# ---- design 1 ----
**Design 1: clock nets**

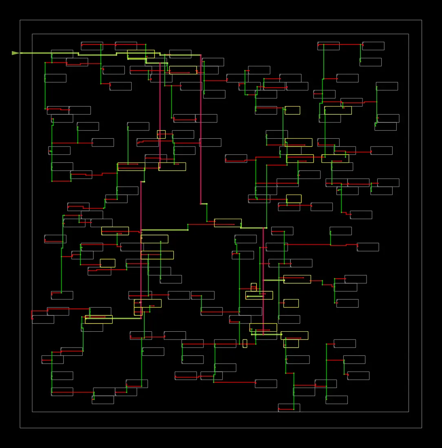

`src/rtl/pipeline_hazard_ctrl_pkg.sv`:
```
// ---------------------------------------------------------------------------
// hazard_types
//   Shared types for the pipeline hazard controller.
//   fetch_state_t : fetch-side FSM states
//                   F_RUN    - normal fetch
//                   F_HOLD   - an I-mem response arrived while the front end
//                              was held, and the word is kept in IF
//                   F_SQUASH - the next I-mem response belongs to a stale PC
//   LU_CNT_W      : width of the load-use bubble counter (LOAD_BUBBLES <= 3)
// ---------------------------------------------------------------------------
package hazard_types;

    typedef enum logic [1:0] {
        F_RUN    = 2'd0,
        F_HOLD   = 2'd1,
        F_SQUASH = 2'd2
    } fetch_state_t;

    localparam int LU_CNT_W = 2;

endpackage : hazard_types

```
`src/rtl/pipeline_hazard_ctrl_perf_cnt.sv`:
```
// ---------------------------------------------------------------------------
// hazard_perf_cnt
//   Saturating event counter. Priority: rst > clr > inc. The counter holds
//   at all-ones and does not wrap.
//   clk   in  clock, rising edge
//   rst   in  synchronous active-high reset
//   clr   in  synchronous clear
//   inc   in  count one event this cycle
//   count out current count
// ---------------------------------------------------------------------------
module hazard_perf_cnt #(
    parameter int CNT_W = 32
) (
    input  logic             clk,
    input  logic             rst,
    input  logic             clr,
    input  logic             inc,
    output logic [CNT_W-1:0] count
);

    logic [CNT_W-1:0] count_q;

    // NOTE: sequential state is written with <= so every flop samples the
    // pre-edge values; blocking = here would create order-dependent races.
    always_ff @(posedge clk) begin
        if (rst) begin
            count_q <= '0;
        end else if (clr) begin
            count_q <= '0;
        end else if (inc && (count_q != {CNT_W{1'b1}})) begin
            count_q <= count_q + CNT_W'(1);
        end
    end

    assign count = count_q;

endmodule : hazard_perf_cnt

```
`src/rtl/pipeline_hazard_ctrl.sv`:
```
// ---------------------------------------------------------------------------
// pipeline_hazard_ctrl
//   Stall/flush controller for a 5-stage RV32I pipeline. It resolves, in
//   priority order, D-mem back-pressure, EX redirects, load-use hazards and
//   I-mem latency. A small fetch FSM keeps an early I-mem word and discards
//   the stale response after a redirect. All decisions are combinational
//   from inputs and registered state.
//   Inputs : clk, rst (sync, active high), imem_resp, dmem_req_mem, dmem_resp,
//            rs1_id, rs2_id, rs1_used_id, rs2_used_id, ex_valid, ex_is_load,
//            rd_ex, redirect_ex, clr_cnt
//   Outputs: pc_en, ifid_en, idex_en, exmem_en, memwb_en, ifid_flush,
//            idex_flush, fetch_hold, fetch_squash,
//            cnt_imem_stall, cnt_dmem_stall, cnt_load_use, cnt_redirect
// ---------------------------------------------------------------------------
module pipeline_hazard_ctrl
    import hazard_types::*;
#(
    parameter int REG_W        = 5,
    parameter int LOAD_BUBBLES = 1,
    parameter int CNT_W        = 32
) (
    input  logic             clk,
    input  logic             rst,
    input  logic             imem_resp,
    input  logic             dmem_req_mem,
    input  logic             dmem_resp,
    input  logic [REG_W-1:0] rs1_id,
    input  logic [REG_W-1:0] rs2_id,
    input  logic             rs1_used_id,
    input  logic             rs2_used_id,
    input  logic             ex_valid,
    input  logic             ex_is_load,
    input  logic [REG_W-1:0] rd_ex,
    input  logic             redirect_ex,
    input  logic             clr_cnt,
    output logic             pc_en,
    output logic             ifid_en,
    output logic             idex_en,
    output logic             exmem_en,
    output logic             memwb_en,
    output logic             ifid_flush,
    output logic             idex_flush,
    output logic             fetch_hold,
    output logic             fetch_squash,
    output logic [CNT_W-1:0] cnt_imem_stall,
    output logic [CNT_W-1:0] cnt_dmem_stall,
    output logic [CNT_W-1:0] cnt_load_use,
    output logic [CNT_W-1:0] cnt_redirect
);

    fetch_state_t        state_q, state_d;
    logic [LU_CNT_W-1:0] lu_cnt_q, lu_cnt_d;

    logic adv, fetch_ok, lu_hit, lu_idle, lu_stall;

    // The whole back end advances unless MEM waits on D-mem.
    assign adv      = ~(dmem_req_mem & ~dmem_resp);
    assign fetch_ok = ((state_q == F_RUN) & imem_resp) | (state_q == F_HOLD);
    assign lu_idle  = (lu_cnt_q == '0);

    // x0 is never a real producer, and only sources the ID instruction
    // actually reads can create a hazard.
    assign lu_hit = ex_valid & ex_is_load & (rd_ex != '0) &
                    ((rs1_used_id & (rs1_id == rd_ex)) |
                     (rs2_used_id & (rs2_id == rd_ex)));

    // The first bubble comes from the live hit; any further bubbles are
    // driven by the counter after the load has left EX.
    assign lu_stall = (lu_hit & lu_idle) | ~lu_idle;

    // NOTE: every output gets a default before the branches, so no path
    // leaves a signal unassigned and no latch is inferred.
    always_comb begin
        pc_en      = 1'b0;
        ifid_en    = 1'b0;
        ifid_flush = 1'b0;
        idex_flush = 1'b0;
        idex_en    = 1'b0;
        if (!rst && adv) begin
            idex_en = 1'b1;
            if (redirect_ex) begin
                pc_en      = 1'b1;
                ifid_en    = 1'b1;
                ifid_flush = 1'b1;
                idex_flush = 1'b1;
            end else if (lu_stall) begin
                idex_flush = 1'b1;
            end else if (fetch_ok) begin
                pc_en   = 1'b1;
                ifid_en = 1'b1;
            end else begin
                ifid_en    = 1'b1;
                ifid_flush = 1'b1;
            end
        end
    end

    assign exmem_en     = idex_en;
    assign memwb_en     = idex_en;
    assign fetch_hold   = ~rst & (state_q == F_HOLD);
    assign fetch_squash = ~rst & (state_q == F_SQUASH);

    // Load-use bubble counter. A taken redirect flushes the consumer, so any
    // pending bubbles are dropped.
    always_comb begin
        lu_cnt_d = lu_cnt_q;
        if (adv) begin
            if (redirect_ex) begin
                lu_cnt_d = '0;
            end else if (!lu_idle) begin
                lu_cnt_d = lu_cnt_q - LU_CNT_W'(1);
            end else if (lu_hit) begin
                lu_cnt_d = LU_CNT_W'(LOAD_BUBBLES - 1);
            end
        end
    end

    // Fetch FSM.
    always_comb begin
        state_d = state_q;
        case (state_q)
            F_RUN: begin
                if (!adv) begin
                    // Keep a response that arrives while the pipe is frozen.
                    if (imem_resp) state_d = F_HOLD;
                end else if (redirect_ex) begin
                    // A request to the old PC is still outstanding.
                    if (!imem_resp) state_d = F_SQUASH;
                end else if (lu_stall) begin
                    if (imem_resp) state_d = F_HOLD;
                end
            end
            F_HOLD: begin
                // The held word is consumed on a normal advance and dropped
                // on a redirect; either way fetch resumes.
                if (adv && (redirect_ex || !lu_stall)) state_d = F_RUN;
            end
            F_SQUASH: begin
                if (imem_resp && !(adv && redirect_ex)) state_d = F_RUN;
            end
            default: state_d = F_RUN;
        endcase
    end

    // NOTE: only control state is reset here; this block holds no memories
    // that would need (or should get) a reset.
    always_ff @(posedge clk) begin
        if (rst) begin
            state_q  <= F_RUN;
            lu_cnt_q <= '0;
        end else begin
            state_q  <= state_d;
            lu_cnt_q <= lu_cnt_d;
        end
    end

    // Performance counters.
    logic inc_imem, inc_dmem, inc_lu, inc_redir;

    assign inc_imem  = adv & ~fetch_ok & ~lu_stall & ~redirect_ex;
    assign inc_dmem  = ~adv;
    assign inc_lu    = adv & lu_hit & lu_idle & ~redirect_ex;
    assign inc_redir = adv & redirect_ex;

    hazard_perf_cnt #(.CNT_W(CNT_W)) u_cnt_imem (
        .clk(clk), .rst(rst), .clr(clr_cnt), .inc(inc_imem), .count(cnt_imem_stall)
    );
    hazard_perf_cnt #(.CNT_W(CNT_W)) u_cnt_dmem (
        .clk(clk), .rst(rst), .clr(clr_cnt), .inc(inc_dmem), .count(cnt_dmem_stall)
    );
    hazard_perf_cnt #(.CNT_W(CNT_W)) u_cnt_lu (
        .clk(clk), .rst(rst), .clr(clr_cnt), .inc(inc_lu), .count(cnt_load_use)
    );
    hazard_perf_cnt #(.CNT_W(CNT_W)) u_cnt_redir (
        .clk(clk), .rst(rst), .clr(clr_cnt), .inc(inc_redir), .count(cnt_redirect)
    );

endmodule : pipeline_hazard_ctrl

```
`config.mk`:
```
export PLATFORM = sky130hd
export DESIGN_NAME = pipeline_hazard_ctrl
export DESIGN_NICKNAME = d
export VERILOG_FILES = /design/src/rtl/pipeline_hazard_ctrl_pkg.sv /design/src/rtl/pipeline_hazard_ctrl_perf_cnt.sv /design/src/rtl/pipeline_hazard_ctrl.sv
export SDC_FILE = /design/constraint.sdc
export NUM_CORES = 1
export LEC_CHECK = 0
export CAP_MARGIN = 15
export CORE_AREA = 4 4 132 134
export DETAILED_ROUTE_END_ITERATION = 8
export DIE_AREA = 0 0 136 138
export GPL_TIMING_DRIVEN = 0
export PLACE_DENSITY_LB_ADDON = 0.2
export SYNTH_ARGS = -nofsm -noshare
export SYNTH_HDL_FRONTEND = slang
export SYNTH_SLANG_ARGS = --single-unit
```
`constraint.sdc`:
```
create_clock -name clk -period 2.4 [get_ports clk]
set_input_delay 0.36 -clock clk [delete_from_list [all_inputs] [get_ports clk]]
set_output_delay 0.36 -clock clk [all_outputs]
set_load 0.01 [all_outputs]
```
# ---- design 2 ----
[src/rtl/count_game_core_if.sv]
// count_game_core_if
//   Groups the game signals between the input conditioning / display side
//   and the round engine.
//   Ports (signals):
//     start, confirm  debounced button levels
//     sw              player answer, SW_W bits
//     target          current round's target, SW_W bits
//     score, round, time_left  8-bit game status
//     state           0 IDLE, 1 PLAY, 2 SHOW, 3 DONE
//     led             LED bar, LED_W bits
//     hit, miss       one-cycle answer pulses
//     game_over, beep DONE flag and buzzer enable
//   Modports: master = board/display side, slave = round engine.
interface count_game_core_if #(
   parameter int SW_W  = 7,
   parameter int LED_W = 16
);
   logic             start;
   logic             confirm;
   logic [SW_W-1:0]  sw;
   logic [SW_W-1:0]  target;
   logic [7:0]       score;
   logic [7:0]       round;
   logic [7:0]       time_left;
   logic [1:0]       state;
   logic [LED_W-1:0] led;
   logic             hit;
   logic             miss;
   logic             game_over;
   logic             beep;

   modport master (
      output start, confirm, sw,
      input  target, score, round, time_left, state, led,
             hit, miss, game_over, beep
   );

   modport slave (
      input  start, confirm, sw,
      output target, score, round, time_left, state, led,
             hit, miss, game_over, beep
   );
endinterface

[src/rtl/count_game_core.sv]
// count_game_core
//   Round engine for the counting game: runs ROUNDS timed rounds, each with
//   a pseudo-random target the player matches on the switches and confirms.
//   Ports:
//     clk  system clock, rising edge
//     rst  synchronous, active-low reset
//     gif  count_game_core_if.slave: start/confirm/sw in; target, score,
//          round, time_left, state, led, hit, miss, game_over, beep out.
//   All outputs are registered.
module count_game_core #(
   parameter int SW_W      = 7,
   parameter int TICK_DIV  = 1000,
   parameter int ROUND_SEC = 10,
   parameter int ROUNDS    = 8,
   parameter int BEEP_CYC  = 200,
   parameter int LED_W     = 16
) (
   input logic              clk,
   input logic              rst,
   count_game_core_if.slave gif
);
   localparam int TW = $clog2(TICK_DIV);
   localparam int BW = $clog2(BEEP_CYC + 1);
   localparam logic [15:0] lfsr_seed = 16'hACE1;
   // Galois taps for x^16+x^14+x^13+x^11+1 (right-shifting form)
   localparam logic [15:0] lfsr_taps = 16'hB400;

   typedef enum logic [1:0] {s_idle = 2'd0, s_play = 2'd1, s_show = 2'd2, s_done = 2'd3} state_t;

   state_t           state_reg, state_next;
   logic             start_q, confirm_q;
   logic [15:0]      lfsr_reg, lfsr_next;
   logic [SW_W-1:0]  target_reg, target_next;
   logic [7:0]       score_reg, score_next;
   logic [7:0]       round_reg, round_next;
   logic [7:0]       time_reg, time_next;
   logic [TW-1:0]    tick_reg, tick_next;
   logic [BW-1:0]    beep_cnt_reg, beep_cnt_next;
   logic             show_hit_reg, show_hit_next;
   logic             hit_reg, hit_next;
   logic             miss_reg, miss_next;
   logic             over_reg, over_next;
   logic             beep_reg, beep_next;
   logic [LED_W-1:0] led_reg, led_next;
   logic [LED_W-1:0] bar_time, bar_score;

   logic start_edge, confirm_edge, tick_last;
   assign start_edge   = gif.start & ~start_q;
   assign confirm_edge = gif.confirm & ~confirm_q;
   assign tick_last    = (tick_reg == TW'(TICK_DIV - 1));

   always_ff @(posedge clk) begin
      if (!rst) begin
         state_reg    <= s_idle;
         start_q      <= 1'b0;
         confirm_q    <= 1'b0;
         lfsr_reg     <= lfsr_seed;
         target_reg   <= '0;
         score_reg    <= '0;
         round_reg    <= '0;
         time_reg     <= '0;
         tick_reg     <= '0;
         beep_cnt_reg <= '0;
         show_hit_reg <= 1'b0;
         hit_reg      <= 1'b0;
         miss_reg     <= 1'b0;
         over_reg     <= 1'b0;
         beep_reg     <= 1'b0;
         led_reg      <= '0;
      end else begin
         state_reg    <= state_next;
         start_q      <= gif.start;
         confirm_q    <= gif.confirm;
         lfsr_reg     <= lfsr_next;
         target_reg   <= target_next;
         score_reg    <= score_next;
         round_reg    <= round_next;
         time_reg     <= time_next;
         tick_reg     <= tick_next;
         beep_cnt_reg <= beep_cnt_next;
         show_hit_reg <= show_hit_next;
         hit_reg      <= hit_next;
         miss_reg     <= miss_next;
         over_reg     <= over_next;
         beep_reg     <= beep_next;
         led_reg      <= led_next;
      end
   end

   always_comb begin
      state_next    = state_reg;
      lfsr_next     = {1'b0, lfsr_reg[15:1]} ^ (lfsr_reg[0] ? lfsr_taps : 16'h0000);
      target_next   = target_reg;
      score_next    = score_reg;
      round_next    = round_reg;
      time_next     = time_reg;
      tick_next     = tick_reg;
      show_hit_next = show_hit_reg;
      hit_next      = 1'b0;
      miss_next     = 1'b0;

      case (state_reg)
         s_idle, s_done: begin
            if (start_edge) begin
               state_next  = s_play;
               round_next  = 8'd1;
               score_next  = 8'd0;
               target_next = lfsr_reg[SW_W-1:0];
               time_next   = 8'(ROUND_SEC);
               tick_next   = '0;
            end
         end
         s_play: begin
            // A confirm edge wins over a coinciding final tick, so time_left
            // is left untouched on that path.
            if (confirm_edge) begin
               state_next = s_show;
               tick_next  = '0;
               if (gif.sw == target_reg) begin
                  hit_next      = 1'b1;
                  show_hit_next = 1'b1;
                  if (score_reg != 8'hFF) score_next = score_reg + 8'd1;
               end else begin
                  miss_next     = 1'b1;
                  show_hit_next = 1'b0;
               end
            end else if (tick_last) begin
               tick_next = '0;
               time_next = time_reg - 8'd1;
               if (time_reg == 8'd1) begin
                  state_next    = s_show;
                  miss_next     = 1'b1;
                  show_hit_next = 1'b0;
               end
            end else begin
               tick_next = tick_reg + 1'b1;
            end
         end
         s_show: begin
            if (tick_last) begin
               tick_next = '0;
               if (round_reg == 8'(ROUNDS)) begin
                  state_next = s_done;
               end else begin
                  state_next  = s_play;
                  round_next  = round_reg + 8'd1;
                  target_next = lfsr_reg[SW_W-1:0];
                  time_next   = 8'(ROUND_SEC);
               end
            end else begin
               tick_next = tick_reg + 1'b1;
            end
         end
         default: state_next = s_idle;
      endcase

      over_next = (state_next == s_done);

      // beep follows the counter one cycle later, so it rises the cycle
      // after the hit pulse and lasts exactly BEEP_CYC cycles.
      beep_next     = (beep_cnt_reg != '0);
      beep_cnt_next = (beep_cnt_reg != '0) ? beep_cnt_reg - 1'b1 : beep_cnt_reg;
      if (hit_next || (state_next == s_done && state_reg != s_done))
         beep_cnt_next = BW'(BEEP_CYC);
   end

   // Thermometer bars for the remaining time and the final score
   genvar gi;
   generate
      for (gi = 0; gi < LED_W; gi++) begin : g_bar
         assign bar_time[gi]  = (8'(gi) < time_next);
         assign bar_score[gi] = (8'(gi) < score_next);
      end
   endgenerate

   always_comb begin
      led_next = '0;
      case (state_next)
         s_play:  led_next = bar_time;
         s_show:  led_next = {LED_W{show_hit_next}};
         s_done:  led_next = bar_score;
         default: led_next = '0;
      endcase
   end

   assign gif.target    = target_reg;
   assign gif.score     = score_reg;
   assign gif.round     = round_reg;
   assign gif.time_left = time_reg;
   assign gif.state     = state_reg;
   assign gif.led       = led_reg;
   assign gif.hit       = hit_reg;
   assign gif.miss      = miss_reg;
   assign gif.game_over = over_reg;
   assign gif.beep      = beep_reg;
endmodule
[src/flat_wrapper.sv]
// flat-port wrapper written by rule: the top's interface ports become plain ports
module count_game_core_flat 
#(
   parameter int SW_W      = 7,
   parameter int TICK_DIV  = 1000,
   parameter int ROUND_SEC = 10,
   parameter int ROUNDS    = 8,
   parameter int BEEP_CYC  = 200,
   parameter int LED_W     = 16
)
  (clk, rst, gif_start, gif_confirm, gif_sw, gif_target, gif_score, gif_round, gif_time_left, gif_state, gif_led, gif_hit, gif_miss, gif_game_over, gif_beep);
  count_game_core_if #(.SW_W(SW_W), .LED_W(LED_W)) gif_i ();
  input logic clk;
  input logic rst;
  input wire logic [$bits(gif_i.start)-1:0] gif_start;
  input wire logic [$bits(gif_i.confirm)-1:0] gif_confirm;
  input wire logic [$bits(gif_i.sw)-1:0] gif_sw;
  output wire logic [$bits(gif_i.target)-1:0] gif_target;
  output wire logic [$bits(gif_i.score)-1:0] gif_score;
  output wire logic [$bits(gif_i.round)-1:0] gif_round;
  output wire logic [$bits(gif_i.time_left)-1:0] gif_time_left;
  output wire logic [$bits(gif_i.state)-1:0] gif_state;
  output wire logic [$bits(gif_i.led)-1:0] gif_led;
  output wire logic [$bits(gif_i.hit)-1:0] gif_hit;
  output wire logic [$bits(gif_i.miss)-1:0] gif_miss;
  output wire logic [$bits(gif_i.game_over)-1:0] gif_game_over;
  output wire logic [$bits(gif_i.beep)-1:0] gif_beep;
  assign gif_i.start = gif_start;
  assign gif_i.confirm = gif_confirm;
  assign gif_i.sw = gif_sw;
  assign gif_target = gif_i.target;
  assign gif_score = gif_i.score;
  assign gif_round = gif_i.round;
  assign gif_time_left = gif_i.time_left;
  assign gif_state = gif_i.state;
  assign gif_led = gif_i.led;
  assign gif_hit = gif_i.hit;
  assign gif_miss = gif_i.miss;
  assign gif_game_over = gif_i.game_over;
  assign gif_beep = gif_i.beep;
  count_game_core #(.SW_W(SW_W), .TICK_DIV(TICK_DIV), .ROUND_SEC(ROUND_SEC), .ROUNDS(ROUNDS), .BEEP_CYC(BEEP_CYC), .LED_W(LED_W)) u_core (.clk(clk), .rst(rst), .gif(gif_i));
endmodule
[config.mk]
export PLATFORM = sky130hd
export DESIGN_NAME = count_game_core_flat
export DESIGN_NICKNAME = d
export VERILOG_FILES = /design/src/rtl/count_game_core_if.sv /design/src/rtl/count_game_core.sv /design/src/flat_wrapper.sv
export SDC_FILE = /design/constraint.sdc
export NUM_CORES = 1
export LEC_CHECK = 0
export CAP_MARGIN = 20
export CORE_ASPECT_RATIO = 0.5
export CORE_MARGIN = 2
export CORE_UTILIZATION = 34
export CTS_BUF_LIST = sky130_fd_sc_hd__clkbuf_4 sky130_fd_sc_hd__clkbuf_8
export CTS_CLUSTER_DIAMETER = 120
export DETAILED_ROUTE_END_ITERATION = 8
export SYNTH_ARGS = -nofsm -noshare
export SYNTH_HDL_FRONTEND = slang
export SYNTH_SLANG_ARGS = --single-unit
[constraint.sdc]
create_clock -name clk -period 5.3 [get_ports clk]
set_clock_uncertainty 0.05 [all_clocks]
set_input_delay 1.06 -clock clk [delete_from_list [all_inputs] [get_ports clk]]
set_output_delay 1.06 -clock clk [all_outputs]
set_load 0.02 [all_outputs]
**Design 1: wiring heat map**

Scale: 3 px per µm. The die is cut into 27 by 28 equal tiles; dark purple is low, yellow is high, scaled to the fullest tile. Values are wire area over tile area, all layers added.
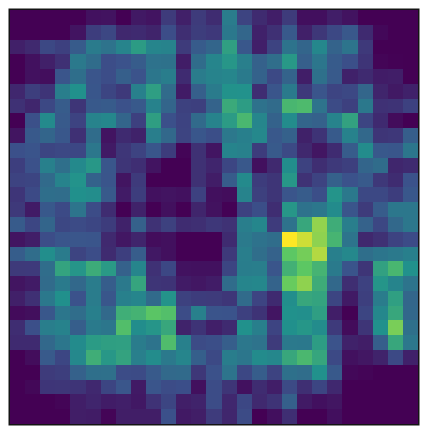
nearly empty tiles: 10%
mean over tiles: 0.15
densest ninth of the die: middle right

**Design 1: metal 3**

Scale: 3 px per µm. Cells faint in the background.
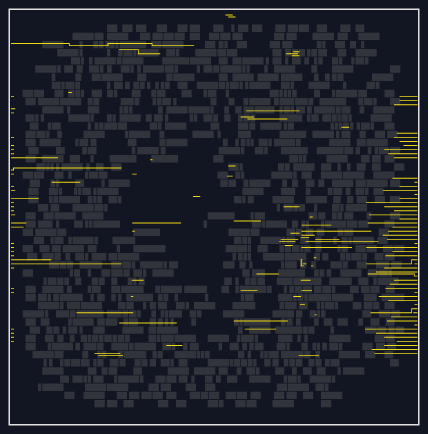
share of all routed wire: 5.8%
wire length on this layer: 1,030 µm

About 'clock nets' of design 1:
Clock buffer cells: 23
number of clock sinks seen by CTS: 132
CTS Buf Count: 17

==> flow_summary.yaml, design 1 <==
# generated from flow reports
critical_path:
  reg_to_reg_startpoint: "u_cnt_imem.count[18]"
  timing.reg2reg.setup_slack_ns: 0.11
  worstPathCellList: "clkdlybuf4s15_1 -> or3_4 -> o311a_4 -> nand2_4 -> buf_6 -> a21oi_2 -> nor3_2 -> buf_2"
  critPathMaxStageDelay_ns: 0.35
  cp_max_fo: 10
  setup.worst_path.end: "ifid_en"
global_route:
  globalRoute.busiestLayer: "met2"
  grt_max_degree: 17
  global_route_wire_length_before_repair_um: 29000
  track_usage_pct: 18.8
routing:
  antenna_violating_nets_post_route: 0
  drc_errors: 0
  drt-met1-wl_um: 8280
  viasPerCell: 5.17
logic_synthesis:
  synthesis.area_um2: 6410
  synth-async-reset-ratio_pct: 0
  yosysWarnings: 0
  post_synthesis_share_of_cell_area_spent_on_and_or_nand_and_nor_gates_pct: 34.5
  synth-seq-area-share_pct: 41.2
  top_cell_area_share_pct: 41.2
  yosys_register_bits: 132
  yosysChipArea_um2: 6410
cells_and_area:
  layout.sequential_cells: 132
  final-clk-cell-share_pct: 6.02
  multiInputGateArea_um2: 3810
  non_clock_buffer_area_share_pct: 19.7
  non_clk_bufs: 198
cts:
  clock_tree.root_cell: "sky130_fd_sc_hd__clkbuf_16"
  clock_insertion_delay_worst_skew_ns: 0.41
placed_design:
  port-buffer-count: 161
  routabilityCongestion: 0.817
  cell_area_after_placement_um2: 8300
timing:
  hold_slack_ns: 0.499
  finalClockPeriodUsage_pct: 97.2
  timing_hold_violations_final: 0
hold_path:
  hold-path-endpoint: "lu_cnt_q[1]"
power_and_ir_drop:
  p_per_area_nw_per_um2: 533
  power.share.sequential_pct: 45.4
outcome:
  status: "complete, no violations"
die:
  floorplan.core_util_pct: 39.4
-- design 1: critical path: cells and delay by family --
| kind | cells | cell delay [ns] |
|---|---|---|
| buf+inv | 3 | 0.57 |
| compound gates | 2 | 0.41 |
| simple gates | 3 | 0.63 |
-- design 1: registers in the layout (all words and copies together), names as in the netlist --
register	flops
u_cnt_lu.count	32
u_cnt_redir.count	32
u_cnt_imem.count	32
u_cnt_dmem.count	32
state_q	2
lu_cnt_q	2
-- design 1: repair_timing --
item                                    CTS  global route
endpoints found under the setup margin   53            90
hold buffers                              0             0
pin swaps                                14             6
buffers inserted                          6             1
resized                                  60            39
**Design 2: wiring heat map**

Scale: 3 px per µm. The die is cut into 33 by 17 equal tiles; dark purple is low, yellow is high, scaled to the fullest tile. Values are wire area over tile area, all layers added.
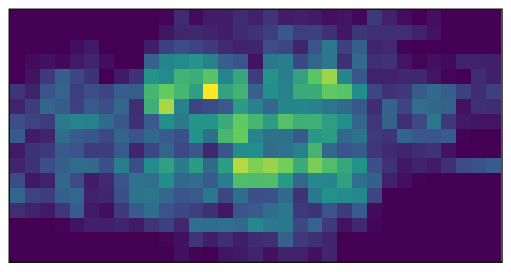
mean over tiles: 0.13
densest ninth of the die: centre
nearly empty tiles: 25%
tiles over half the peak: 10%

**Design 2: sizing map**

Scale: 2 px per µm.
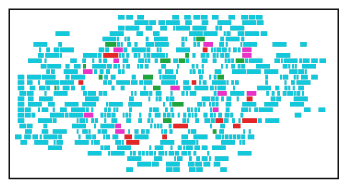
| colour | size | cells | share |
|---|---|---|---|
| cyan | _0 and _1 cells | 534 | 93% |
| red | _3 and _4 cells | 12 | 2.1% |
| green | _2 cells | 15 | 2.6% |
| magenta | _6 and larger | 13 | 2.3% |

==> flow_summary.yaml, design 2 <==
# generated from flow reports
run:
  max_cap_viol_count: 0
outcome:
  status: "complete, no violations"
die:
  floorplan.core_util_pct: 34.5
  placeableCoreArea_um2: 12600
timing:
  rsz0062_at_grt: "no"
critical_path:
  critPathArrivalTime_ns: 4.37
  cp_max_fo: 11
  worst_path_dominant_cell_family: "simple AND/OR/NAND/NOR gates"
  buffering_stage_count_on_the_worst_path_with_inverters_included: 1
global_route:
  gr-usage-met2_pct: 22.8
routing:
  route.met3.wl_um: 670
  top_signal_layer_used: "met4"
cts:
  clock_sink_count: 90
placed_design:
  port-buffer-count: 63
logic_synthesis:
  ys_top_cells_by_count: "sky130_fd_sc_hd__dfxtp_1, sky130_fd_sc_hd__nor2_1, sky130_fd_sc_hd__nand2_1"
  post_synthesis_share_of_cell_area_spent_on_and_or_nand_and_nor_gates_pct: 28.7
cells_and_area:
  diodes: 0
## design 2: final cells by class
type | instances | share of cell area [%]
multi-input combinational | 387 | 45.4
sequential | 90 | 33.8
timing repair buffer | 66 | 12.3
tap | 170 | 3.99
clock buffer | 10 | 2.58
inverter | 15 | 1.06
clock inverter | 6 | 0.893
## design 2: stage by stage
stage / worst slack [ns] / util (%) / std cells
floorplan: 2.08 / - / 506
global placement: 0.917 / 41.0 / 728
detailed placement: 0.761 / 41.0 / 728
CTS: 1.16 / 42.4 / 744
global route: 0.880 / 42.4 / 744
finish: 1.12 / 42.4 / 744


==> notes/layouts.md <==
Pictures saved along the way, in no particular order.

Cell classes on the final placement.
shot_01.png
Scale: 4 px per µm.
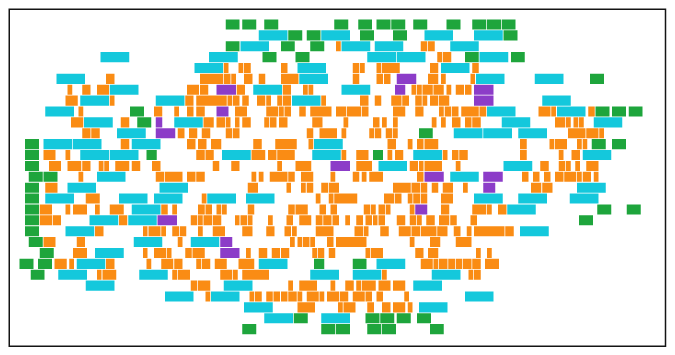
shot_02.png
Scale: 3 px per µm.
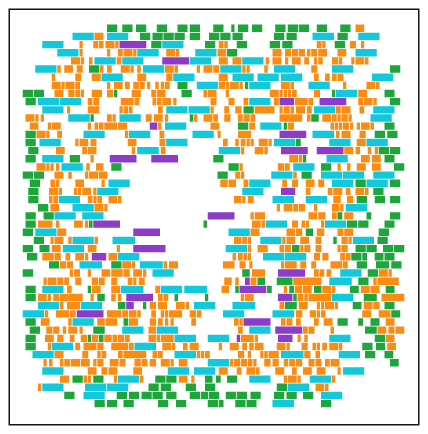
Design 1 is shot_02.png.
Design 2 is shot_01.png.

Key to shot_02.png:
| colour | class | cells |
|---|---|---|
| cyan | sequential cells | 132 |
| green | remaining buffers and delay cells | 198 |
| orange | combinational and other logic | 613 |
| purple | clock drivers and dummy loads | 27 |

